=== block 1 ===
Block 1, local utilization:
The die is cut into 9 by 9 equal tiles; white is low, dark blue is high, 0 to 100% covered.
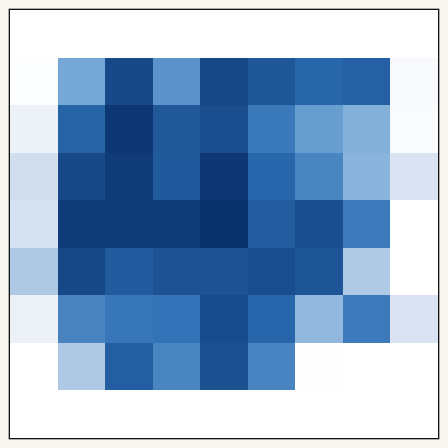

[config.mk]
export PLATFORM = sky130hd
export DESIGN_NAME = param_mod_counter
export DESIGN_NICKNAME = d
export VERILOG_FILES = /design/src/rtl/param_mod_counter.sv
export SDC_FILE = /design/constraint.sdc
export NUM_CORES = 1
export LEC_CHECK = 0
export ABC_AREA = 1
export CAP_MARGIN = 5
export CORE_MARGIN = 3
export CORE_UTILIZATION = 43
export CTS_CLUSTER_DIAMETER = 50
export DETAILED_ROUTE_END_ITERATION = 8
export PLACE_DENSITY_LB_ADDON = 0.25
export SLEW_MARGIN = 25
export SYNTH_ARGS = -nofsm -noshare
export SYNTH_HDL_FRONTEND = slang
export SYNTH_SLANG_ARGS = --single-unit
[constraint.sdc]
create_clock -name CLK -period 2.05 [get_ports CLK]
set_clock_uncertainty 0.1 [all_clocks]
set_input_delay 0.205 -clock CLK [delete_from_list [all_inputs] [get_ports CLK]]
set_output_delay 0.205 -clock CLK [all_outputs]
set_load 0.01 [all_outputs]
[src/rtl/param_mod_counter.sv]
// Parametrised up/down modulo-N counter with wrap/saturate, clear, load,
// registered carry/borrow pulse and sticky overflow flag.
module param_mod_counter #(
  parameter int unsigned      WIDTH     = 5,
  parameter longint unsigned  MODULUS   = 32,
  parameter bit               SATURATE  = 1'b0,
  parameter longint unsigned  RESET_VAL = 0
) (
  input  logic             CLK,
  input  logic             CD,
  input  logic             EN,
  input  logic             UP,
  input  logic             SCLR,
  input  logic             LD,
  input  logic [WIDTH-1:0] D,
  input  logic             OVF_CLR,
  output logic [WIDTH-1:0] Q,
  output logic             TC,
  output logic             CO,
  output logic             OVF
);

  // One extra bit so comparisons against MODULUS-1 never alias modulo 2^WIDTH
  localparam int unsigned EW = WIDTH + 1;
  localparam logic [EW-1:0]    MAX_V = EW'(MODULUS - 1);
  localparam logic [WIDTH-1:0] MAX_Q = WIDTH'(MODULUS - 1);
  localparam logic [WIDTH-1:0] RST_Q = WIDTH'(RESET_VAL);

  // Reject illegal parameter combinations at elaboration
  if (WIDTH < 2 || WIDTH > 32) begin : g_bad_width
    $error("param_mod_counter: WIDTH must be in 2..32");
  end
  if (MODULUS < 2 || MODULUS > (64'd1 << WIDTH)) begin : g_bad_modulus
    $error("param_mod_counter: MODULUS must be in 2..2^WIDTH");
  end
  if (RESET_VAL >= MODULUS) begin : g_bad_reset
    $error("param_mod_counter: RESET_VAL must be below MODULUS");
  end

  logic [WIDTH-1:0] q_q, q_d;
  logic             co_q, co_d;
  logic             ovf_q, ovf_d;
  logic             ovf_set;
  logic [EW-1:0]    q_ext;
  logic [EW-1:0]    d_ext;

  assign q_ext = {1'b0, q_q};
  assign d_ext = {1'b0, D};

  // Next-state selection: clear beats load beats count
  always_comb begin
    q_d     = q_q;
    co_d    = 1'b0;
    ovf_set = 1'b0;
    if (SCLR) begin
      q_d = RST_Q;
    end else if (LD) begin
      if (d_ext > MAX_V) begin
        q_d     = MAX_Q;
        ovf_set = 1'b1;
      end else begin
        q_d = D;
      end
    end else if (EN) begin
      if (UP) begin
        if (q_ext == MAX_V) begin
          co_d    = 1'b1;
          ovf_set = 1'b1;
          if (!SATURATE) q_d = '0;
        end else begin
          q_d = WIDTH'(q_ext + EW'(1));
        end
      end else begin
        if (q_q == '0) begin
          co_d    = 1'b1;
          ovf_set = 1'b1;
          if (!SATURATE) q_d = MAX_Q;
        end else begin
          q_d = WIDTH'(q_ext - EW'(1));
        end
      end
    end
    // A new overflow event outranks a clear request on the same edge
    ovf_d = ovf_set ? 1'b1 : (OVF_CLR ? 1'b0 : ovf_q);
  end

  // State registers with asynchronous active-high clear
  always_ff @(posedge CLK or posedge CD) begin
    if (CD) begin
      q_q   <= RST_Q;
      co_q  <= 1'b0;
      ovf_q <= 1'b0;
    end else begin
      q_q   <= q_d;
      co_q  <= co_d;
      ovf_q <= ovf_d;
    end
  end

  assign Q   = q_q;
  assign CO  = co_q;
  assign OVF = ovf_q;
  // Terminal count is combinational and deliberately ignores SCLR/LD
  assign TC  = EN & (UP ? (q_ext == MAX_V) : (q_q == '0));

endmodule
=== block 2 ===
==> src/rtl/regfile_ctrl_pkg.sv <==
// Shared constants and payload types for the register-file write-back controller.
package regfile_ctrl_pkg;

  localparam int unsigned ADDR_WIDTH = 5;
  localparam int unsigned WIDTH      = 32;

  // Register x0 is hard-wired to zero: never written, never busy.
  localparam logic [ADDR_WIDTH-1:0] X0_ADDR = '0;

  // One write-back request: destination register and data.
  typedef struct packed {
    logic [ADDR_WIDTH-1:0] rd;
    logic [WIDTH-1:0]      wd;
  } wb_req_t;

endpackage

==> src/rtl/regfile_wb_ctrl_if.sv <==
// Bus bundle between execute/memory/decode and the write-back controller.
// Optional macro REGFILE_WB_BYPASS_EN adds the read-port bypass signals.
interface regfile_wb_ctrl_if #(
  parameter int unsigned ADDR_WIDTH = regfile_ctrl_pkg::ADDR_WIDTH,
  parameter int unsigned WIDTH      = regfile_ctrl_pkg::WIDTH
);

  localparam int unsigned NREG = 1 << ADDR_WIDTH;

  logic                  alu_valid;
  logic [ADDR_WIDTH-1:0] alu_rd;
  logic [WIDTH-1:0]      alu_wd;
  logic                  alu_ready;

  logic                  ld_issue;
  logic [ADDR_WIDTH-1:0] ld_issue_rd;
  logic                  ld_valid;
  logic [ADDR_WIDTH-1:0] ld_rd;
  logic [WIDTH-1:0]      ld_wd;

  logic [ADDR_WIDTH-1:0] dec_rs1;
  logic [ADDR_WIDTH-1:0] dec_rs2;
  logic [ADDR_WIDTH-1:0] dec_rd;
  logic                  hazard;

  logic [ADDR_WIDTH-1:0] rf_rd;
  logic [WIDTH-1:0]      rf_wd;
  logic                  rf_we;
  logic [NREG-1:0]       busy;

`ifdef REGFILE_WB_BYPASS_EN
  logic [WIDTH-1:0]      rf_rs1_dat;
  logic [WIDTH-1:0]      rf_rs2_dat;
  logic [WIDTH-1:0]      rs1_dat;
  logic [WIDTH-1:0]      rs2_dat;

  modport master (
    output alu_valid, alu_rd, alu_wd, ld_issue, ld_issue_rd, ld_valid, ld_rd, ld_wd,
           dec_rs1, dec_rs2, dec_rd, rf_rs1_dat, rf_rs2_dat,
    input  alu_ready, hazard, rf_rd, rf_wd, rf_we, busy, rs1_dat, rs2_dat
  );

  modport slave (
    input  alu_valid, alu_rd, alu_wd, ld_issue, ld_issue_rd, ld_valid, ld_rd, ld_wd,
           dec_rs1, dec_rs2, dec_rd, rf_rs1_dat, rf_rs2_dat,
    output alu_ready, hazard, rf_rd, rf_wd, rf_we, busy, rs1_dat, rs2_dat
  );
`else
  modport master (
    output alu_valid, alu_rd, alu_wd, ld_issue, ld_issue_rd, ld_valid, ld_rd, ld_wd,
           dec_rs1, dec_rs2, dec_rd,
    input  alu_ready, hazard, rf_rd, rf_wd, rf_we, busy
  );

  modport slave (
    input  alu_valid, alu_rd, alu_wd, ld_issue, ld_issue_rd, ld_valid, ld_rd, ld_wd,
           dec_rs1, dec_rs2, dec_rd,
    output alu_ready, hazard, rf_rd, rf_wd, rf_we, busy
  );
`endif

endinterface

==> src/rtl/regfile_scoreboard.sv <==
// Outstanding-load scoreboard: one busy bit per register plus the masked
// decode hazard lookup. x0 is never marked busy.
module regfile_scoreboard #(
  parameter int unsigned ADDR_WIDTH = regfile_ctrl_pkg::ADDR_WIDTH
) (
  input  logic                         clk,
  input  logic                         rst_n,
  input  logic                         ld_issue,
  input  logic [ADDR_WIDTH-1:0]        ld_issue_rd,
  input  logic                         ld_valid,
  input  logic [ADDR_WIDTH-1:0]        ld_rd,
  input  logic [ADDR_WIDTH-1:0]        dec_rs1,
  input  logic [ADDR_WIDTH-1:0]        dec_rs2,
  input  logic [ADDR_WIDTH-1:0]        dec_rd,
  output logic [(1<<ADDR_WIDTH)-1:0]   busy,
  output logic                         hazard_c
);

  import regfile_ctrl_pkg::*;

  localparam int unsigned NUM_REGS = 1 << ADDR_WIDTH;
  localparam logic [ADDR_WIDTH-1:0] ZERO_RD = ADDR_WIDTH'(X0_ADDR);

  logic [NUM_REGS-1:0] busy_q;
  logic [NUM_REGS-1:0] busy_d;

  // Next busy vector: clear on load return, then set on issue so a newer load wins.
  always_comb begin
    busy_d = busy_q;
    if (ld_valid) begin
      busy_d[ld_rd] = 1'b0;
    end
    if (ld_issue && (ld_issue_rd != ZERO_RD)) begin
      busy_d[ld_issue_rd] = 1'b1;
    end
    busy_d[0] = 1'b0;
  end

  // Busy vector register.
  always_ff @(posedge clk or negedge rst_n) begin
    if (!rst_n) begin
      busy_q <= '0;
    end else begin
      busy_q <= busy_d;
    end
  end

  // Decode stalls if any nonzero operand or destination has a pending load.
  always_comb begin
    hazard_c = 1'b0;
    if ((dec_rs1 != ZERO_RD) && busy_q[dec_rs1]) hazard_c = 1'b1;
    if ((dec_rs2 != ZERO_RD) && busy_q[dec_rs2]) hazard_c = 1'b1;
    if ((dec_rd  != ZERO_RD) && busy_q[dec_rd])  hazard_c = 1'b1;
  end

  assign busy = busy_q;

endmodule

==> src/rtl/regfile_wb_ctrl.sv <==
// Register-file write-back controller: load-first arbitration of the single
// write port, one-stage registered write, outstanding-load scoreboard.
// Optional macro REGFILE_WB_BYPASS_EN forwards the in-flight write to the
// read operands instead of stalling decode on it.
module regfile_wb_ctrl #(
  parameter int unsigned ADDR_WIDTH = regfile_ctrl_pkg::ADDR_WIDTH,
  parameter int unsigned WIDTH      = regfile_ctrl_pkg::WIDTH
) (
  input logic              clk,
  input logic              rst_n,
  regfile_wb_ctrl_if.slave bus
);

  import regfile_ctrl_pkg::*;

  localparam logic [ADDR_WIDTH-1:0] ZERO_RD = ADDR_WIDTH'(X0_ADDR);

  wb_req_t               win;
  logic                  win_vld;
  logic                  rf_we_q;
  logic [ADDR_WIDTH-1:0] rf_rd_q;
  logic [WIDTH-1:0]      rf_wd_q;
  logic                  sb_hazard_c;

  // Fixed-priority arbiter: a returning load always takes the write port.
  always_comb begin
    win     = '{rd: bus.alu_rd, wd: bus.alu_wd};
    win_vld = bus.alu_valid;
    if (bus.ld_valid) begin
      win     = '{rd: bus.ld_rd, wd: bus.ld_wd};
      win_vld = 1'b1;
    end
  end

  assign bus.alu_ready = !bus.ld_valid;

  // Write stage: capture the winner; writes to x0 are accepted but dropped.
  always_ff @(posedge clk or negedge rst_n) begin
    if (!rst_n) begin
      rf_we_q <= 1'b0;
      rf_rd_q <= '0;
      rf_wd_q <= '0;
    end else begin
      rf_we_q <= win_vld && (win.rd != ZERO_RD);
      if (win_vld) begin
        rf_rd_q <= win.rd;
        rf_wd_q <= win.wd;
      end
    end
  end

  assign bus.rf_we = rf_we_q;
  assign bus.rf_rd = rf_rd_q;
  assign bus.rf_wd = rf_wd_q;

  regfile_scoreboard #(
    .ADDR_WIDTH (ADDR_WIDTH)
  ) u_scoreboard (
    .clk         (clk),
    .rst_n       (rst_n),
    .ld_issue    (bus.ld_issue),
    .ld_issue_rd (bus.ld_issue_rd),
    .ld_valid    (bus.ld_valid),
    .ld_rd       (bus.ld_rd),
    .dec_rs1     (bus.dec_rs1),
    .dec_rs2     (bus.dec_rs2),
    .dec_rd      (bus.dec_rd),
    .busy        (bus.busy),
    .hazard_c    (sb_hazard_c)
  );

`ifdef REGFILE_WB_BYPASS_EN
  // Operand bypass: the in-flight write overrides the stale read-port value.
  always_comb begin
    bus.rs1_dat = bus.rf_rs1_dat;
    bus.rs2_dat = bus.rf_rs2_dat;
    if (rf_we_q && (rf_rd_q != ZERO_RD) && (rf_rd_q == bus.dec_rs1)) bus.rs1_dat = rf_wd_q;
    if (rf_we_q && (rf_rd_q != ZERO_RD) && (rf_rd_q == bus.dec_rs2)) bus.rs2_dat = rf_wd_q;
  end

  assign bus.hazard = sb_hazard_c;
`else
  logic wb_hazard_c;

  // Without bypass, a source matching the in-flight write stalls one cycle.
  always_comb begin
    wb_hazard_c = 1'b0;
    if (rf_we_q && (rf_rd_q != ZERO_RD) &&
        ((rf_rd_q == bus.dec_rs1) || (rf_rd_q == bus.dec_rs2))) begin
      wb_hazard_c = 1'b1;
    end
  end

  assign bus.hazard = sb_hazard_c | wb_hazard_c;
`endif

endmodule

==> src/flat_wrapper.sv <==
// flat-port wrapper written by rule: the top's interface ports become plain ports
module regfile_wb_ctrl_flat import regfile_ctrl_pkg::*;
#(
  parameter int unsigned ADDR_WIDTH = regfile_ctrl_pkg::ADDR_WIDTH,
  parameter int unsigned WIDTH      = regfile_ctrl_pkg::WIDTH
)
  (clk, rst_n, bus_alu_valid, bus_alu_rd, bus_alu_wd, bus_ld_issue, bus_ld_issue_rd, bus_ld_valid, bus_ld_rd, bus_ld_wd, bus_dec_rs1, bus_dec_rs2, bus_dec_rd, bus_alu_ready, bus_hazard, bus_rf_rd, bus_rf_wd, bus_rf_we, bus_busy);
  regfile_wb_ctrl_if #(.ADDR_WIDTH(ADDR_WIDTH), .WIDTH(WIDTH)) bus_i ();
  input logic clk;
  input logic rst_n;
  input wire logic [$bits(bus_i.alu_valid)-1:0] bus_alu_valid;
  input wire logic [$bits(bus_i.alu_rd)-1:0] bus_alu_rd;
  input wire logic [$bits(bus_i.alu_wd)-1:0] bus_alu_wd;
  input wire logic [$bits(bus_i.ld_issue)-1:0] bus_ld_issue;
  input wire logic [$bits(bus_i.ld_issue_rd)-1:0] bus_ld_issue_rd;
  input wire logic [$bits(bus_i.ld_valid)-1:0] bus_ld_valid;
  input wire logic [$bits(bus_i.ld_rd)-1:0] bus_ld_rd;
  input wire logic [$bits(bus_i.ld_wd)-1:0] bus_ld_wd;
  input wire logic [$bits(bus_i.dec_rs1)-1:0] bus_dec_rs1;
  input wire logic [$bits(bus_i.dec_rs2)-1:0] bus_dec_rs2;
  input wire logic [$bits(bus_i.dec_rd)-1:0] bus_dec_rd;
  output wire logic [$bits(bus_i.alu_ready)-1:0] bus_alu_ready;
  output wire logic [$bits(bus_i.hazard)-1:0] bus_hazard;
  output wire logic [$bits(bus_i.rf_rd)-1:0] bus_rf_rd;
  output wire logic [$bits(bus_i.rf_wd)-1:0] bus_rf_wd;
  output wire logic [$bits(bus_i.rf_we)-1:0] bus_rf_we;
  output wire logic [$bits(bus_i.busy)-1:0] bus_busy;
  assign bus_i.alu_valid = bus_alu_valid;
  assign bus_i.alu_rd = bus_alu_rd;
  assign bus_i.alu_wd = bus_alu_wd;
  assign bus_i.ld_issue = bus_ld_issue;
  assign bus_i.ld_issue_rd = bus_ld_issue_rd;
  assign bus_i.ld_valid = bus_ld_valid;
  assign bus_i.ld_rd = bus_ld_rd;
  assign bus_i.ld_wd = bus_ld_wd;
  assign bus_i.dec_rs1 = bus_dec_rs1;
  assign bus_i.dec_rs2 = bus_dec_rs2;
  assign bus_i.dec_rd = bus_dec_rd;
  assign bus_alu_ready = bus_i.alu_ready;
  assign bus_hazard = bus_i.hazard;
  assign bus_rf_rd = bus_i.rf_rd;
  assign bus_rf_wd = bus_i.rf_wd;
  assign bus_rf_we = bus_i.rf_we;
  assign bus_busy = bus_i.busy;
  regfile_wb_ctrl #(.ADDR_WIDTH(ADDR_WIDTH), .WIDTH(WIDTH)) u_core (.clk(clk), .rst_n(rst_n), .bus(bus_i));
endmodule
==> config.mk <==
export PLATFORM = sky130hd
export DESIGN_NAME = regfile_wb_ctrl_flat
export DESIGN_NICKNAME = d
export VERILOG_FILES = /design/src/rtl/regfile_ctrl_pkg.sv /design/src/rtl/regfile_wb_ctrl_if.sv /design/src/rtl/regfile_scoreboard.sv /design/src/rtl/regfile_wb_ctrl.sv /design/src/flat_wrapper.sv
export SDC_FILE = /design/constraint.sdc
export NUM_CORES = 1
export LEC_CHECK = 0
export CORE_MARGIN = 4
export CORE_UTILIZATION = 48
export CTS_BUF_LIST = sky130_fd_sc_hd__clkbuf_8
export DETAILED_ROUTE_END_ITERATION = 8
export GPL_ROUTABILITY_DRIVEN = 0
export PLACE_DENSITY = 0.95
export SETUP_SLACK_MARGIN = 0.5
export SLEW_MARGIN = 30
export SYNTH_ARGS = -nofsm -noshare
export SYNTH_HDL_FRONTEND = slang
export SYNTH_HIERARCHICAL = 1
export SYNTH_SLANG_ARGS = --single-unit
==> constraint.sdc <==
create_clock -name clk -period 4.5 [get_ports clk]
set_input_delay 0.675 -clock clk [delete_from_list [all_inputs] [get_ports clk]]
set_output_delay 0.675 -clock clk [all_outputs]
set_load 0.1 [all_outputs]
Block 2, local utilization:
The die is cut into 10 by 10 equal tiles; white is low, dark blue is high, 0 to 100% covered.
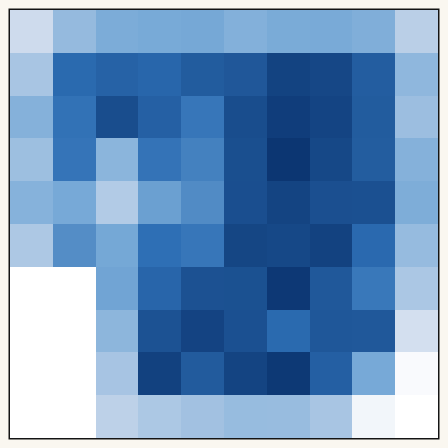
tiles over 75% full: 42%
mean over tiles: 59%
nearly empty tiles: 9.0%
emptiest ninth of the die: south-west
fullest tile: 98%
densest ninth of the die: center
share of the core filled with cells in the final layout: 0.729
floorplan core area: 8180 µm²
share of the core filled by cells before placement: 0.492

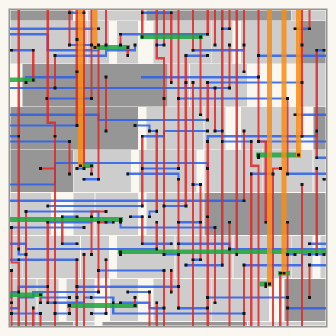
Block 2: close-up of the layout
Window x 65 to 85, y 65 to 85 µm. Cells in gray, sequential cells in the stronger gray; small squares are vias.
legend:
  green:
    layer: metal 3
  blue:
    layer: metal 1
  orange:
    layer: metal 4
  red:
    layer: metal 2
most frequent: clkdlybuf4s50_1 (12), nand2_1 (8), mux2i_1 (4)
netlist names of flops here include: u_core/bus.rf_wd (3)
cells with their middle in the window: 34
sequential cells in the window: 3

==> impl_metrics.csv, block 2 <==
group,metric,value,unit
critical_path,worstPathBufferInverterCount,2,
clock_network,max-clock-path-buffers,2,
layout,numSequentialCells,69,
layout,drive_gt1_frac,0.0877,
yosys,ys.flops,69,
route,detailroute.via_count,4077,
critical_path,critical_path_peak_fanout,4,
grt,global_route.usage.met1,0.339,
layout,finish.net_count,653,
die,num_io_pins,171,
status,outcome,"complete, no violations",
layout,multi_input_gate_share_of_total_cell_area,0.360,
clock_network,clock_tree.htree_level_count,3,
final_timing,post-route-period-util,0.862,
die,rows,33,
route,met2_length,6.98,mm
die,design.die.area,9910,µm²
placement,dp_hpwl,10.5,mm
power_and_ir_drop,comb_power_share,0.503,
clock_network,postCtsSetupBuffers,0,
final_timing,fin_worst_skew,0,ns
layout,area.combinational,2140,µm²
grt,grt_busiest_layer,"met2",
layout,largest_reg_flops,32,
power_and_ir_drop,leakagePower,2.47,nW
critical_path,end_kind,"primary output",
layout,layout_top_cell,"clkdlybuf4s50_1",
final_timing,worst_slew_margin_rel,0.317,
layout,flow.area_growth_from_synthesis,48.2,%
route,route.final.wire_length,14.2,mm
yosys,yosys-mux-area-fraction,0.239,
die,die_width,99.5,µm
layout,clock_tree_area_fraction,0.0353,
layout,clkbuf_count,11,
yosys,yosys_most_used_dff,"dfrtp_1",
layout,multiInputCombCellCount,295,
job,stage_log_warnings,26,
power_and_ir_drop,power.switching,1.39,mW
power_and_ir_drop,p_per_area,470,nW/µm²
critical_path,critPathRequiredTime,3.83,ns
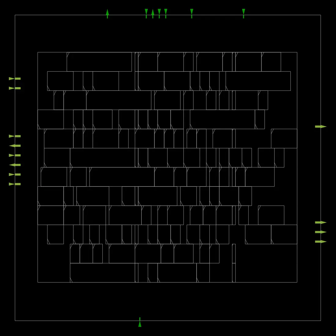
Block 1: placement view
floorplan core area: 1200 µm²
Rows: 12

About 'local utilization' of block 1:
mean over tiles: 46%
tiles over 75% full: 37%
nearly empty tiles: 31%

==> impl_metrics.csv, block 1 <==
group,metric,value,unit
route,detail_route.drc_violations,0,
layout,clkbuf_count,4,
yosys,top_logic_kind,"simple AND/OR/NAND/NOR gates",
critical_path,ff2ff_setup_slack,0.40,ns
layout,clock_tree_area_fraction,0.0297,
layout,multi_input_gate_share_of_total_cell_area,0.407,
yosys,yosys_warnings,0,
route,routedLengthMet1,670,µm
layout,drive_gt1_frac,0.227,
route,top_signal_layer_used,"met4",
final_timing,worst_pin_slew,0.279,ns
critical_path,worstPathBufferInverterCount,1,
critical_path,crit_chain,"ha_2 > nand2_2 > nor2_2 > ha_1 > o21ai_2 > nor2_4 > clkdlybuf4s15_1",
yosys,ys_chip_area,601,µm²
power_and_ir_drop,netSwitchingFraction,0.354,
status,outcome,"complete, no violations",
grt,global_route.usage.met2,0.327,
layout,final_layout_fill_cell_count,100,
route,drt_iter0_drc,17,
placement,number_of_cells_in_the_design_after_placement,129,
grt,track_usage,0.197,
power_and_ir_drop,pwr.group.combinational,0.198,mW
clock_network,cts-root-buf,"clkbuf_4",
grt,antenna_found_initial,0,
layout,number_of_antenna_cells_inserted,0,
power_and_ir_drop,comb_power_share,0.400,
layout,numSequentialCells,7,
route,detailroute.via_count,710,
route,dr_wl_met3,134,µm
yosys,ys_top_cells_by_count,"nand2_1, inv_1, nor2_1",
grt,global_route.usage.met1,0.243,
layout,design_area,886,µm²
layout,seq_share,0.198,
grt,grt_busiest_layer,"met2",
critical_path,timing.critical_path.arrival,1.65,ns
critical_path,critical_path_peak_fanout,3,
yosys,post-synth-top-count-cell,"nand2_1",
yosys,area_fraction_in_compound_gates,0.133,
grt,grt_pass1_vias,654,
yosys,yosys.stat.seqShare,0.292,

==> screenshots <==
Pin placement.
image #1
Bar = 20 µm. Pins as bars across the die edge, other pins in gray.
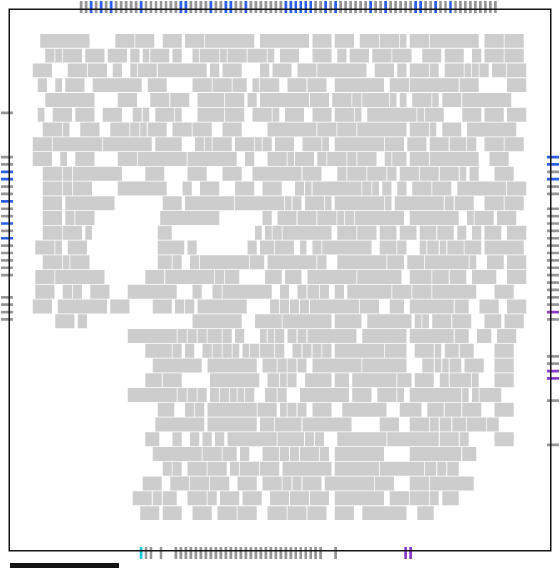
image #2
Bar = 10 µm. Pins as bars across the die edge, other pins in gray.
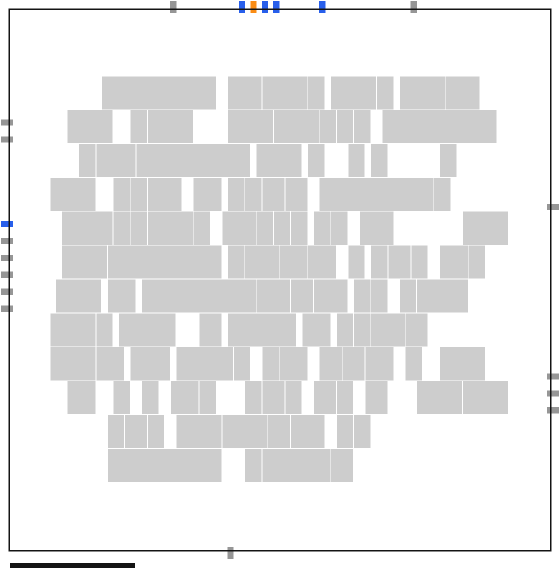
Block 1 is image #2.
Block 2 is image #1.
Of these, most pins: image #1

Key to image #2:
legend:
  orange:
    port: CO
    pins: 1
    direction: output
    edge: north
  blue:
    port: D
    pins: 5
    direction: input
    edge: 4 north, 1 west
all pins by edge: 8 west, 7 north, 4 east, 1 south


=== block 3 ===
==> config.mk <==
export PLATFORM = sky130hd
export DESIGN_NAME = shift_sequencer
export DESIGN_NICKNAME = d
export VERILOG_FILES = /design/src/rtl/shift_pkg.sv /design/src/rtl/shift_step_unit.sv /design/src/rtl/shift_sequencer.sv
export SDC_FILE = /design/constraint.sdc
export NUM_CORES = 1
export LEC_CHECK = 0
export ABC_AREA = 1
export CORE_MARGIN = 5
export CORE_UTILIZATION = 55
export CTS_CLUSTER_SIZE = 25
export DETAILED_ROUTE_END_ITERATION = 12
export PLACE_DENSITY = 0.79
export SLEW_MARGIN = 20
export SYNTH_ARGS = -nofsm -noshare
export SYNTH_HDL_FRONTEND = slang
export SYNTH_HIERARCHICAL = 1
export SYNTH_SLANG_ARGS = --single-unit
==> constraint.sdc <==
create_clock -name clk -period 3.6 [get_ports clk]
set_input_delay 0.36 -clock clk [delete_from_list [all_inputs] [get_ports clk]]
set_output_delay 0.36 -clock clk [all_outputs]
set_load 0.01 [all_outputs]
==> src/rtl/shift_pkg.sv <==
// Shared encodings for the iterative shift sequencer: shift opcodes, FSM states
// and the default number of bit positions shifted per clock.
package shift_pkg;

  localparam int SHIFT_PER_CYCLE_DEF = 4;

  typedef enum logic [1:0] {
    SHIFT_SLL = 2'b00,
    SHIFT_SRL = 2'b01,
    SHIFT_SRA = 2'b10,
    SHIFT_ILL = 2'b11
  } shift_op_e;

  typedef enum logic [1:0] {
    IDLE  = 2'b00,
    SHIFT = 2'b01,
    DONE  = 2'b10
  } state_e;

endpackage

==> src/rtl/shift_step_unit.sv <==
// Combinational short shifter: moves the operand by 0..SHIFT_PER_CYCLE positions
// in the direction selected by op, filling with zeros or the supplied sign bit.
module shift_step_unit
  import shift_pkg::*;
#(
  parameter int SHIFT_PER_CYCLE = SHIFT_PER_CYCLE_DEF,
  parameter int DATA_WIDTH      = 32,
  parameter int STEP_W          = $clog2(SHIFT_PER_CYCLE + 1)
) (
  input  logic [DATA_WIDTH-1:0] operand,
  input  logic [STEP_W-1:0]     step,
  input  logic [1:0]            op,
  input  logic                  sign,
  output logic [DATA_WIDTH-1:0] shifted
);

  logic [DATA_WIDTH-1:0] fill_mask;

  // Ones in the MSB positions vacated by a right shift of this step.
  assign fill_mask = ~({DATA_WIDTH{1'b1}} >> step);

  always_comb begin
    shifted = operand;
    case (op)
      SHIFT_SLL: shifted = operand << step;
      SHIFT_SRL: shifted = operand >> step;
      SHIFT_SRA: shifted = (operand >> step) | (fill_mask & {DATA_WIDTH{sign}});
      default:   shifted = operand;
    endcase
  end

endmodule

==> src/rtl/shift_sequencer.sv <==
// Multi-cycle shift controller: shifts at most SHIFT_PER_CYCLE bits per clock and
// stalls the pipeline until a one-cycle Done pulse presents the registered result.
module shift_sequencer
  import shift_pkg::*;
#(
  parameter int SHIFT_PER_CYCLE = SHIFT_PER_CYCLE_DEF,
  parameter int DATA_WIDTH      = 32
) (
  input  logic                  clk,
  input  logic                  reset,
  input  logic                  Start,
  input  logic [1:0]            ShiftOp,
  input  logic [4:0]            Shamt,
  input  logic [DATA_WIDTH-1:0] DataInput,
  output logic [DATA_WIDTH-1:0] ShiftResult,
  output logic                  Done,
  output logic                  Busy,
  output logic                  Stall,
  output logic                  IllegalOp
);

  localparam int STEP_W = $clog2(SHIFT_PER_CYCLE + 1);

  state_e                state, state_next;
  logic [DATA_WIDTH-1:0] work;
  logic [DATA_WIDTH-1:0] shifted;
  logic [1:0]            op;
  logic [5:0]            remaining;
  logic [5:0]            rem_after;
  logic [STEP_W-1:0]     step;
  logic                  accept;
  logic                  bypass;

  assign accept = (state == IDLE) && Start;
  assign bypass = (Shamt == 5'd0) || (ShiftOp == SHIFT_ILL);

  // step = min(remaining, SHIFT_PER_CYCLE); remaining never underflows.
  assign step      = (remaining < 6'(SHIFT_PER_CYCLE)) ? STEP_W'(remaining)
                                                       : STEP_W'(SHIFT_PER_CYCLE);
  assign rem_after = remaining - 6'(step);

  shift_step_unit #(
    .SHIFT_PER_CYCLE(SHIFT_PER_CYCLE),
    .DATA_WIDTH     (DATA_WIDTH),
    .STEP_W         (STEP_W)
  ) u_step (
    .operand(work),
    .step   (step),
    .op     (op),
    .sign   (work[DATA_WIDTH-1]),
    .shifted(shifted)
  );

  always_ff @(posedge clk or negedge reset) begin
    if (!reset) state <= IDLE;
    else        state <= state_next;
  end

  always_comb begin
    state_next = state;
    case (state)
      IDLE:    if (Start) state_next = bypass ? DONE : SHIFT;
      SHIFT:   if (rem_after == 6'd0) state_next = DONE;
      DONE:    state_next = IDLE;
      default: state_next = IDLE;
    endcase
  end

  always_ff @(posedge clk or negedge reset) begin
    if (!reset) begin
      work        <= '0;
      op          <= '0;
      remaining   <= '0;
      ShiftResult <= '0;
    end else if (accept) begin
      work      <= DataInput;
      op        <= ShiftOp;
      remaining <= {1'b0, Shamt};
      if (bypass) ShiftResult <= DataInput;
    end else if (state == SHIFT) begin
      work      <= shifted;
      remaining <= rem_after;
      if (rem_after == 6'd0) ShiftResult <= shifted;
    end
  end

  assign Done      = (state == DONE);
  assign IllegalOp = (state == DONE) && (op == SHIFT_ILL);
  assign Busy      = (state != IDLE);
  assign Stall     = accept || (state == SHIFT);

endmodule

=== block 4 ===
===== src/rtl/sma_pkg.sv =====
// rtl/sma_pkg.sv - shared defaults, state encoding and constant helpers for the SMA datapath
package sma_pkg;

  localparam int DEF_DATA_WIDTH  = 8;
  localparam int DEF_BUFFER_SIZE = 4;

  typedef enum logic [1:0] {
    IDLE   = 2'd0,
    ACCUM  = 2'd1,
    OUTPUT = 2'd2
  } state_t;

  // Ceiling log2 for sizing; exact for the power-of-two window lengths used here
  function automatic int clog2(input int value);
    int res;
    res = 0;
    while ((1 << res) < value) begin
      res = res + 1;
    end
    return res;
  endfunction

endpackage


===== src/rtl/sma_serial_accum.sv =====
// rtl/sma_serial_accum.sv - serial window summer with one shared adder and shift divide
module sma_serial_accum
  import sma_pkg::*;
#(
  parameter int DATA_WIDTH  = DEF_DATA_WIDTH,
  parameter int BUFFER_SIZE = DEF_BUFFER_SIZE
) (
  input  logic                              clk,
  input  logic                              rst,
  input  logic                              start,
  input  logic [DATA_WIDTH*BUFFER_SIZE-1:0] window,
  output logic                              done,
  output logic [DATA_WIDTH-1:0]             result
);

  localparam int LOG_N = clog2(BUFFER_SIZE);
  localparam int AW    = DATA_WIDTH + LOG_N;

  logic [AW-1:0]         acc_q, acc_d;
  logic [LOG_N-1:0]      idx_q, idx_d;
  logic [DATA_WIDTH-1:0] word;
  logic [AW-1:0]         sum;

  // start is held high for every accumulate cycle; acc/idx sit at zero otherwise,
  // so the first accumulate cycle always begins from a clean sum
  always_comb begin
    word   = window[int'(idx_q)*DATA_WIDTH +: DATA_WIDTH];
    sum    = acc_q + {{LOG_N{1'b0}}, word};
    done   = start && (idx_q == LOG_N'(BUFFER_SIZE - 1));
    result = sum[AW-1:LOG_N];
    acc_d  = start ? sum : '0;
    idx_d  = start ? idx_q + 1'b1 : '0;
  end

  // accumulator and word index registers
  always_ff @(posedge clk or posedge rst) begin
    if (rst) begin
      acc_q <= '0;
      idx_q <= '0;
    end else begin
      acc_q <= acc_d;
      idx_q <= idx_d;
    end
  end

endmodule


===== src/rtl/sma_sequencer.sv =====
// rtl/sma_sequencer.sv - sample handshake, fill count and output control for the SMA datapath
module sma_sequencer
  import sma_pkg::*;
#(
  parameter int DATA_WIDTH  = DEF_DATA_WIDTH,
  parameter int BUFFER_SIZE = DEF_BUFFER_SIZE
) (
  input  logic                              clk,
  input  logic                              rst,
  input  logic                              flush,
  input  logic [DATA_WIDTH-1:0]             s_data,
  input  logic                              s_valid,
  output logic                              s_ready,
  output logic                              buf_shift,
  output logic [DATA_WIDTH-1:0]             buf_data,
  input  logic [DATA_WIDTH*BUFFER_SIZE-1:0] buf_window,
  output logic [DATA_WIDTH-1:0]             m_avg,
  output logic                              m_valid,
  input  logic                              m_ready,
  output logic                              window_full,
  output logic                              busy
);

  localparam int CW = clog2(BUFFER_SIZE) + 1;

  state_t                state_q, state_d;
  logic [CW-1:0]         fill_q, fill_d;
  logic [DATA_WIDTH-1:0] m_avg_q, m_avg_d;
  logic                  m_valid_q, m_valid_d;
  logic                  window_full_q, window_full_d;
  logic                  accept;
  logic                  acc_done;
  logic [DATA_WIDTH-1:0] acc_result;

  // the buffer shifts on the same edge as the input handshake
  assign s_ready     = (state_q == IDLE) && !flush;
  assign accept      = s_valid && s_ready;
  assign buf_shift   = accept && !rst;
  assign buf_data    = s_data;
  assign m_avg       = m_avg_q;
  assign m_valid     = m_valid_q;
  assign window_full = window_full_q;
  assign busy        = (state_q != IDLE);

  sma_serial_accum #(
    .DATA_WIDTH (DATA_WIDTH),
    .BUFFER_SIZE(BUFFER_SIZE)
  ) u_accum (
    .clk   (clk),
    .rst   (rst),
    .start (state_q == ACCUM),
    .window(buf_window),
    .done  (acc_done),
    .result(acc_result)
  );

  // next-state logic; flush overrides everything and discards any in-flight result
  always_comb begin
    state_d       = state_q;
    fill_d        = fill_q;
    m_avg_d       = m_avg_q;
    m_valid_d     = m_valid_q;
    window_full_d = window_full_q;
    case (state_q)
      IDLE: begin
        if (accept) begin
          fill_d = (fill_q == CW'(BUFFER_SIZE)) ? fill_q : fill_q + 1'b1;
          if (fill_d == CW'(BUFFER_SIZE)) begin
            state_d       = ACCUM;
            window_full_d = 1'b1;
          end
        end
      end
      ACCUM: begin
        if (acc_done) begin
          m_avg_d   = acc_result;
          m_valid_d = 1'b1;
          state_d   = OUTPUT;
        end
      end
      OUTPUT: begin
        if (m_ready) begin
          m_valid_d = 1'b0;
          state_d   = IDLE;
        end
      end
      default: state_d = IDLE;
    endcase
    if (flush) begin
      state_d       = IDLE;
      fill_d        = '0;
      m_valid_d     = 1'b0;
      window_full_d = 1'b0;
    end
  end

  // FSM state and registered outputs
  always_ff @(posedge clk or posedge rst) begin
    if (rst) begin
      state_q       <= IDLE;
      fill_q        <= '0;
      m_avg_q       <= '0;
      m_valid_q     <= 1'b0;
      window_full_q <= 1'b0;
    end else begin
      state_q       <= state_d;
      fill_q        <= fill_d;
      m_avg_q       <= m_avg_d;
      m_valid_q     <= m_valid_d;
      window_full_q <= window_full_d;
    end
  end

endmodule


===== config.mk =====
export PLATFORM = sky130hd
export DESIGN_NAME = sma_sequencer
export DESIGN_NICKNAME = d
export VERILOG_FILES = /design/src/rtl/sma_pkg.sv /design/src/rtl/sma_serial_accum.sv /design/src/rtl/sma_sequencer.sv
export SDC_FILE = /design/constraint.sdc
export NUM_CORES = 1
export LEC_CHECK = 0
export CELL_PAD_IN_SITES_DETAIL_PLACEMENT = 1
export CELL_PAD_IN_SITES_GLOBAL_PLACEMENT = 1
export CORE_ASPECT_RATIO = 0.6
export CORE_MARGIN = 10
export CORE_UTILIZATION = 32
export CTS_CLUSTER_SIZE = 25
export DETAILED_ROUTE_END_ITERATION = 12
export PLACE_DENSITY_LB_ADDON = 0.1
export SETUP_SLACK_MARGIN = 0.3
export SLEW_MARGIN = 40
export SYNTH_ARGS = -nofsm -noshare
export SYNTH_HDL_FRONTEND = slang
export SYNTH_SLANG_ARGS = --single-unit
export TNS_END_PERCENT = 20

===== constraint.sdc =====
create_clock -name clk -period 3.6 [get_ports clk]
set_input_delay 0.54 -clock clk [delete_from_list [all_inputs] [get_ports clk]]
set_output_delay 0.54 -clock clk [all_outputs]
set_load 0.02 [all_outputs]

=== block 5 ===
[config.mk]
export PLATFORM = sky130hd
export DESIGN_NAME = meteor_rand_arbiter
export DESIGN_NICKNAME = d
export VERILOG_FILES = /design/src/rtl/meteor_rand_pkg.sv /design/src/rtl/meteor_rand_arbiter_lfsr_core.sv /design/src/rtl/meteor_rand_arbiter.sv
export SDC_FILE = /design/constraint.sdc
export NUM_CORES = 1
export LEC_CHECK = 0
export CAP_MARGIN = 20
export CELL_PAD_IN_SITES_DETAIL_PLACEMENT = 0
export CELL_PAD_IN_SITES_GLOBAL_PLACEMENT = 1
export CORE_MARGIN = 1.5
export CORE_UTILIZATION = 30
export CTS_CLUSTER_SIZE = 24
export DETAILED_ROUTE_END_ITERATION = 10
export GPL_ROUTABILITY_DRIVEN = 0
export PLACE_DENSITY_LB_ADDON = 0.08
export SLEW_MARGIN = 20
export SYNTH_ARGS = -nofsm -noshare
export SYNTH_HDL_FRONTEND = slang
export SYNTH_SLANG_ARGS = --single-unit
[constraint.sdc]
create_clock -name i_clk -period 3.62 [get_ports i_clk]
set_clock_uncertainty 0.2 [all_clocks]
set_input_delay 0.724 -clock i_clk [delete_from_list [all_inputs] [get_ports i_clk]]
set_output_delay 0.724 -clock i_clk [all_outputs]
set_load 0.02 [all_outputs]
[src/rtl/meteor_rand_pkg.sv]
// rtl/meteor_rand_pkg.sv - Shared types, constants and LFSR tap function for the meteor random arbiter
package meteor_rand_pkg;

  typedef enum logic [0:0] {WARM, RUN} rand_state_t;

  localparam logic [15:0] LFSR_RESET_VAL = 16'h0001;

  // Fibonacci feedback for a right-shifting LFSR; state is zero-extended to 16 bits.
  function automatic logic lfsr_fb(input int width, input logic [15:0] state);
    if (width == 8) begin
      return state[0] ^ state[4] ^ state[5] ^ state[6];
    end else begin
      return state[0] ^ state[2] ^ state[3] ^ state[5];
    end
  endfunction

endpackage

[src/rtl/meteor_rand_arbiter_lfsr_core.sv]
// rtl/meteor_rand_arbiter_lfsr_core.sv - LFSR state register with seed load, zero-seed guard and step enable
module rand_lfsr_core #(
  parameter int LFSR_W = 16,
  parameter int OUT_W  = 10
) (
  input  logic              i_clk,
  input  logic              i_reset,
  input  logic              i_load,
  input  logic [LFSR_W-1:0] i_seed,
  input  logic              i_step,
  output logic [OUT_W-1:0]  o_value
);
  import meteor_rand_pkg::*;

  logic [LFSR_W-1:0] r_state;
  logic              w_fb;

  assign w_fb    = lfsr_fb(LFSR_W, 16'(r_state));
  assign o_value = r_state[OUT_W-1:0];

  // An all-zero state would lock the LFSR, so a zero seed is replaced by the reset value.
  always_ff @(posedge i_clk) begin
    if (!i_reset) begin
      r_state <= LFSR_W'(LFSR_RESET_VAL);
    end else if (i_load) begin
      r_state <= (i_seed == '0) ? LFSR_W'(LFSR_RESET_VAL) : i_seed;
    end else if (i_step) begin
      r_state <= {w_fb, r_state[LFSR_W-1:1]};
    end
  end

endmodule

[src/rtl/meteor_rand_arbiter.sv]
// rtl/meteor_rand_arbiter.sv - Round-robin arbiter handing out shared LFSR values to N_REQ clients
module meteor_rand_arbiter #(
  parameter int N_REQ  = 4,
  parameter int LFSR_W = 16,
  parameter int OUT_W  = 10,
  parameter int WARMUP = 16
) (
  input  logic              i_clk,
  input  logic              i_reset,
  input  logic              i_seed_load,
  input  logic [LFSR_W-1:0] i_seed,
  input  logic [N_REQ-1:0]  i_req,
  output logic [N_REQ-1:0]  o_gnt,
  output logic [OUT_W-1:0]  o_rdata,
  output logic              o_ready
);
  import meteor_rand_pkg::*;

  localparam int PTR_W = $clog2(N_REQ);
  localparam int CNT_W = (WARMUP > 1) ? $clog2(WARMUP) : 1;

  rand_state_t      r_fsm;
  logic [CNT_W-1:0] r_cnt;
  logic [PTR_W-1:0] r_ptr;
  logic [N_REQ-1:0] r_gnt;
  logic [OUT_W-1:0] r_rdata;
  logic             r_ready;

  logic [OUT_W-1:0] w_value;
  logic             w_step;
  logic [N_REQ-1:0] w_elig;
  logic [N_REQ-1:0] w_rot;
  logic             w_found;
  logic [PTR_W-1:0] w_off;
  logic [PTR_W:0]   w_sum;
  logic [PTR_W-1:0] w_win;
  logic [PTR_W-1:0] w_ptr_next;

  // The LFSR free-runs in both WARM and RUN; only a seed load freezes it for a cycle.
  assign w_step = !i_seed_load;

  rand_lfsr_core #(
    .LFSR_W (LFSR_W),
    .OUT_W  (OUT_W)
  ) u_core (
    .i_clk   (i_clk),
    .i_reset (i_reset),
    .i_load  (i_seed_load),
    .i_seed  (i_seed),
    .i_step  (w_step),
    .o_value (w_value)
  );

  // A client granted last cycle still has req high; mask it so it is not granted twice.
  assign w_elig = i_req & ~r_gnt;
  assign w_rot  = (w_elig >> r_ptr) | (w_elig << (N_REQ - int'(r_ptr)));

  always_comb begin
    w_found = 1'b0;
    w_off   = '0;
    for (int k = N_REQ - 1; k >= 0; k--) begin
      if (w_rot[k]) begin
        w_found = 1'b1;
        w_off   = PTR_W'(k);
      end
    end
  end

  assign w_sum      = {1'b0, r_ptr} + {1'b0, w_off};
  assign w_win      = (w_sum >= (PTR_W+1)'(N_REQ)) ? PTR_W'(w_sum - (PTR_W+1)'(N_REQ))
                                                   : w_sum[PTR_W-1:0];
  assign w_ptr_next = (w_win == PTR_W'(N_REQ - 1)) ? '0 : w_win + PTR_W'(1);

  always_ff @(posedge i_clk) begin
    if (!i_reset) begin
      r_fsm   <= WARM;
      r_cnt   <= '0;
      r_ptr   <= '0;
      r_gnt   <= '0;
      r_rdata <= '0;
      r_ready <= 1'b0;
    end else if (i_seed_load) begin
      r_fsm   <= WARM;
      r_cnt   <= '0;
      r_gnt   <= '0;
      r_ready <= 1'b0;
    end else begin
      case (r_fsm)
        WARM: begin
          r_gnt <= '0;
          if (r_cnt == CNT_W'(WARMUP - 1)) begin
            r_fsm   <= RUN;
            r_ready <= 1'b1;
          end else begin
            r_cnt <= r_cnt + CNT_W'(1);
          end
        end
        RUN: begin
          if (w_found) begin
            r_gnt   <= N_REQ'(1) << w_win;
            r_rdata <= w_value;
            r_ptr   <= w_ptr_next;
          end else begin
            r_gnt <= '0;
          end
        end
        default: begin
          r_fsm <= WARM;
          r_gnt <= '0;
        end
      endcase
    end
  end

  assign o_gnt   = r_gnt;
  assign o_rdata = r_rdata;
  assign o_ready = r_ready;

endmodule

Block 4, pin placement:
Bar = 20 µm. Pins as bars across the die edge, other pins in gray.
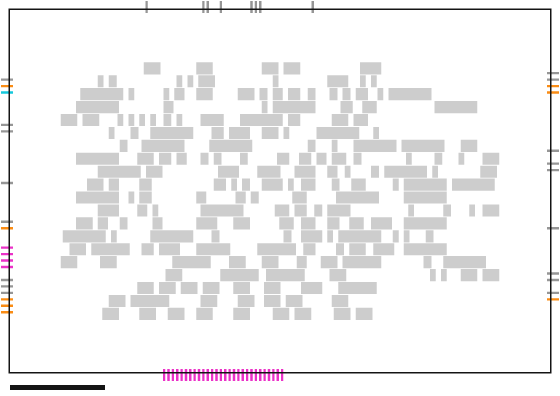
legend:
  orange:
    port: s_data
    pins: 8
    direction: input
    edge: 5 west, 3 east
  magenta:
    port: buf_window
    pins: 32
    direction: input
    edge: 28 south, 4 west
  cyan:
    port: clk
    pins: 1
    direction: input
    edge: west
all pins by edge: 28 south, 18 west, 12 east, 8 north
overall die width: 114 µm
floorplan die height: 76.2 µm
quantity of I/O buffers inserted on ports: 49

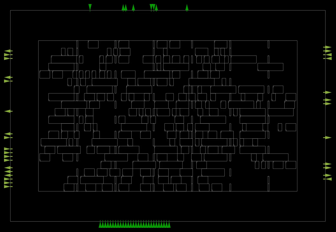
Block 4: placement view
final instance count without filler cells: 270
flop count: 27
final-layout fill cell count: 565

==> impl_metrics.csv, block 4 <==
group,metric,value,unit
critical_path,end_kind,"flip-flop",
status,outcome,"complete, no violations",
critical_path,crit_path_max_delay_cell_type,"mux4_2",
grt,grt_busiest_layer,"met2",
power_and_ir_drop,p_seq,0.311,mW
layout,multiInputCombCellCount,118,
critical_path,ff2ff_setup_slack,0.90,ns
power_and_ir_drop,power.clock.total,0.172,mW
route,dr_wl_met3,243,µm
yosys,netlist_instances,163,
grt,global_route.usage.met2,0.164,
final_timing,final-setup-viol-count,0,
critical_path,timing.rr.start,"u_accum.idx_q[0]$_DFF_PP0_",
layout,largest_class,"logic gates",
yosys,yosys_warnings,0,
route,drt_via_density,4.93,
layout,layout.buffer.nonclock.area_share,0.223,
grt,met3_routing_resource_usage_after_global_routing,0.0362,
route,drt_pass1_iterations,4,
layout,layout_top_cell,"clkdlybuf4s50_1",
route,route.final.wire_length,4.76,mm
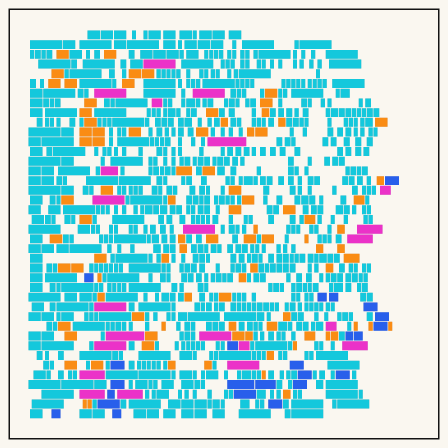
Block 3: drive-strength map
legend:
  blue:
    size: _3 and _4 cells
    cells: 24
    share: 2.3%
  magenta:
    size: _6 and larger
    cells: 22
    share: 2.1%
  orange:
    size: _2 cells
    cells: 89
    share: 8.6%
  cyan:
    size: _0 and _1 cells
    cells: 903
    share: 87%
Layout Area Growth over Synthesis: 12.1%
number of signal-net buffers in the layout: 83
min setup slack post-route: 1.04 ns
area of all placed cells without fillers: 7440 µm²

==> impl_metrics.csv, block 3 <==
group,metric,value,unit
worst_hold_path,holdCritPathClass,"in2async",
final_timing,hold_viol_final,0,
power_and_ir_drop,p_int,3.56,mW
placement,dpl_cell_area,7120,µm²
route,route.final.wire_length,20.6,mm
critical_path,crit_path_max_delay_cell_type,"dfrtp_1",
route,post_drt_wl_per_cell,17.3,µm
final_timing,period_minus_slack,2.56,ns
route,drt_iter0_drc,1075,
power_and_ir_drop,p_seq,1.58,mW
critical_path,critPathTopFamily,"simple AND/OR/NAND/NOR gates",
yosys,synth-edff-count,0,
layout,finish.utilization,0.625,
route,route.antenna.remaining_nets,0,
power_and_ir_drop,leakagePower,3.72,nW
grt,grt_first_pass_wirelength,34.0,mm
final_timing,fin_worst_skew,0.0104,ns
grt,antenna_found_initial,0,
layout,largest_class,"logic gates",
layout,final_layout_fill_cell_count,1098,
critical_path,total_stage_count_of_the_critical_path,14,
clock_network,holdBufCountCts,0,
die,design.die.area,14400,µm²
power_and_ir_drop,p_per_area,1080,nW/µm²
die,num_io_pins,78,
route,met2_length,8.63,mm
yosys,post-synth-top-count-cell,"nand2_1",
status,outcome,"complete, no violations",
yosys,yosys_most_used_dff,"dfrtp_1",
die,tapCellCount,147,
critical_path,ff2ff_path_depth,14,
critical_path,path_common_cell,"nand2_1",
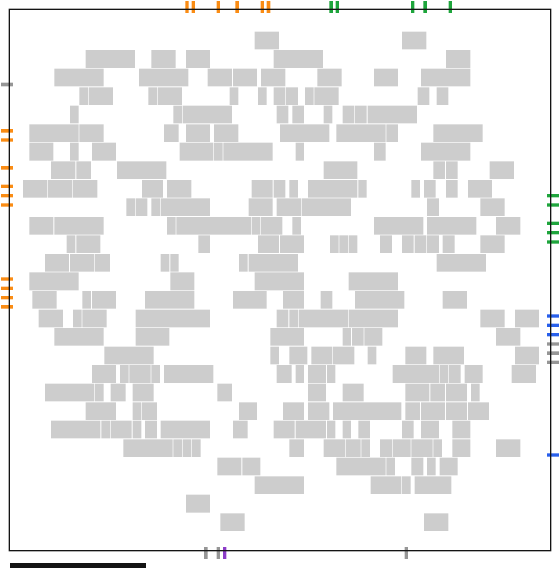
Block 5: pin placement
Bar = 20 µm. Pins as bars across the die edge, other pins in gray.
legend:
  blue:
    port: o_gnt
    pins: 4
    direction: output
    edge: east
  purple:
    port: i_reset
    pins: 1
    direction: input
    edge: south
  orange:
    port: i_seed
    pins: 16
    direction: input
    edge: 10 west, 6 north
  green:
    port: o_rdata
    pins: 10
    direction: output
    edge: 5 east, 5 north

==> impl_metrics.csv, block 5 <==
group,metric,value,unit
route,drt_iter0_drc,49,
critical_path,setup.worst_path.start,"i_req[1]",
route,top_signal_layer_used,"met4",
worst_hold_path,holdCritPathClass,"reg2reg",
route,routedLengthMet1,1.89,mm
critical_path,worstPathBufferInverterCount,1,
yosys,post_synth_main_area_contributors,"dfxtp_1, mux2i_1, nor2_1",
critical_path,critical_path_peak_fanout,4,
layout,clock_tree_area_fraction,0.0591,
yosys,ys_top_cells_by_count,"dfxtp_1, nor2_1, nand2_1",
critical_path,timing.rr.end,"r_ptr[1]$_SDFFE_PN0P_",
layout,drive_gt1_frac,0.0855,
yosys,ys_chip_area,1750,µm²
grt,grt_pass1_vias,1351,
worst_hold_path,timing.hold.worst.start,"u_core.r_state[6]$_SDFF_PN0_",
yosys,netlist_area,1750,µm²
status,outcome,"complete, no violations",
grt,grt_busiest_layer,"met2",
critical_path,crit_path_max_delay_cell_type,"clkdlybuf4s50_1",
grt,global_route.usage.met2,0.190,


==> screenshots <==
Drive-strength map.
Plate I
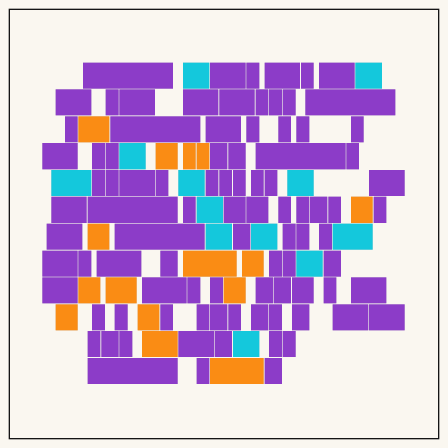
Plate II
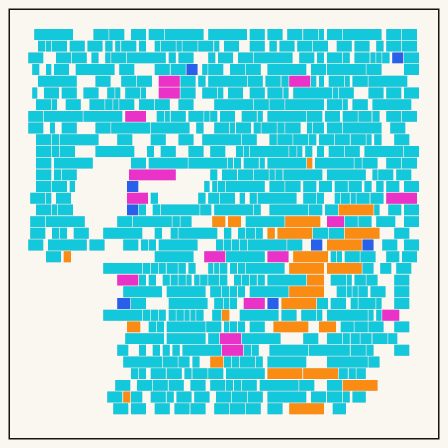
Plate III
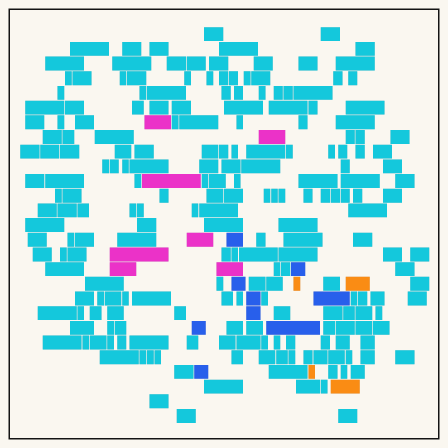
Plate IV
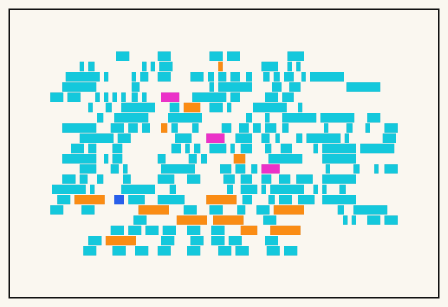
- fewest cells: Plate I
- most cells: Plate II
Plate IV is block 4.
Plate I is block 1.
Plate III is block 5.
Plate II is block 2.

Key to Plate III:
legend:
  orange:
    size: _2 cells
    cells: 4
    share: 1.7%
  blue:
    size: _3 and _4 cells
    cells: 9
    share: 3.8%
  cyan:
    size: _0 and _1 cells
    cells: 214
    share: 91%
  magenta:
    size: _6 and larger
    cells: 7
    share: 3.0%

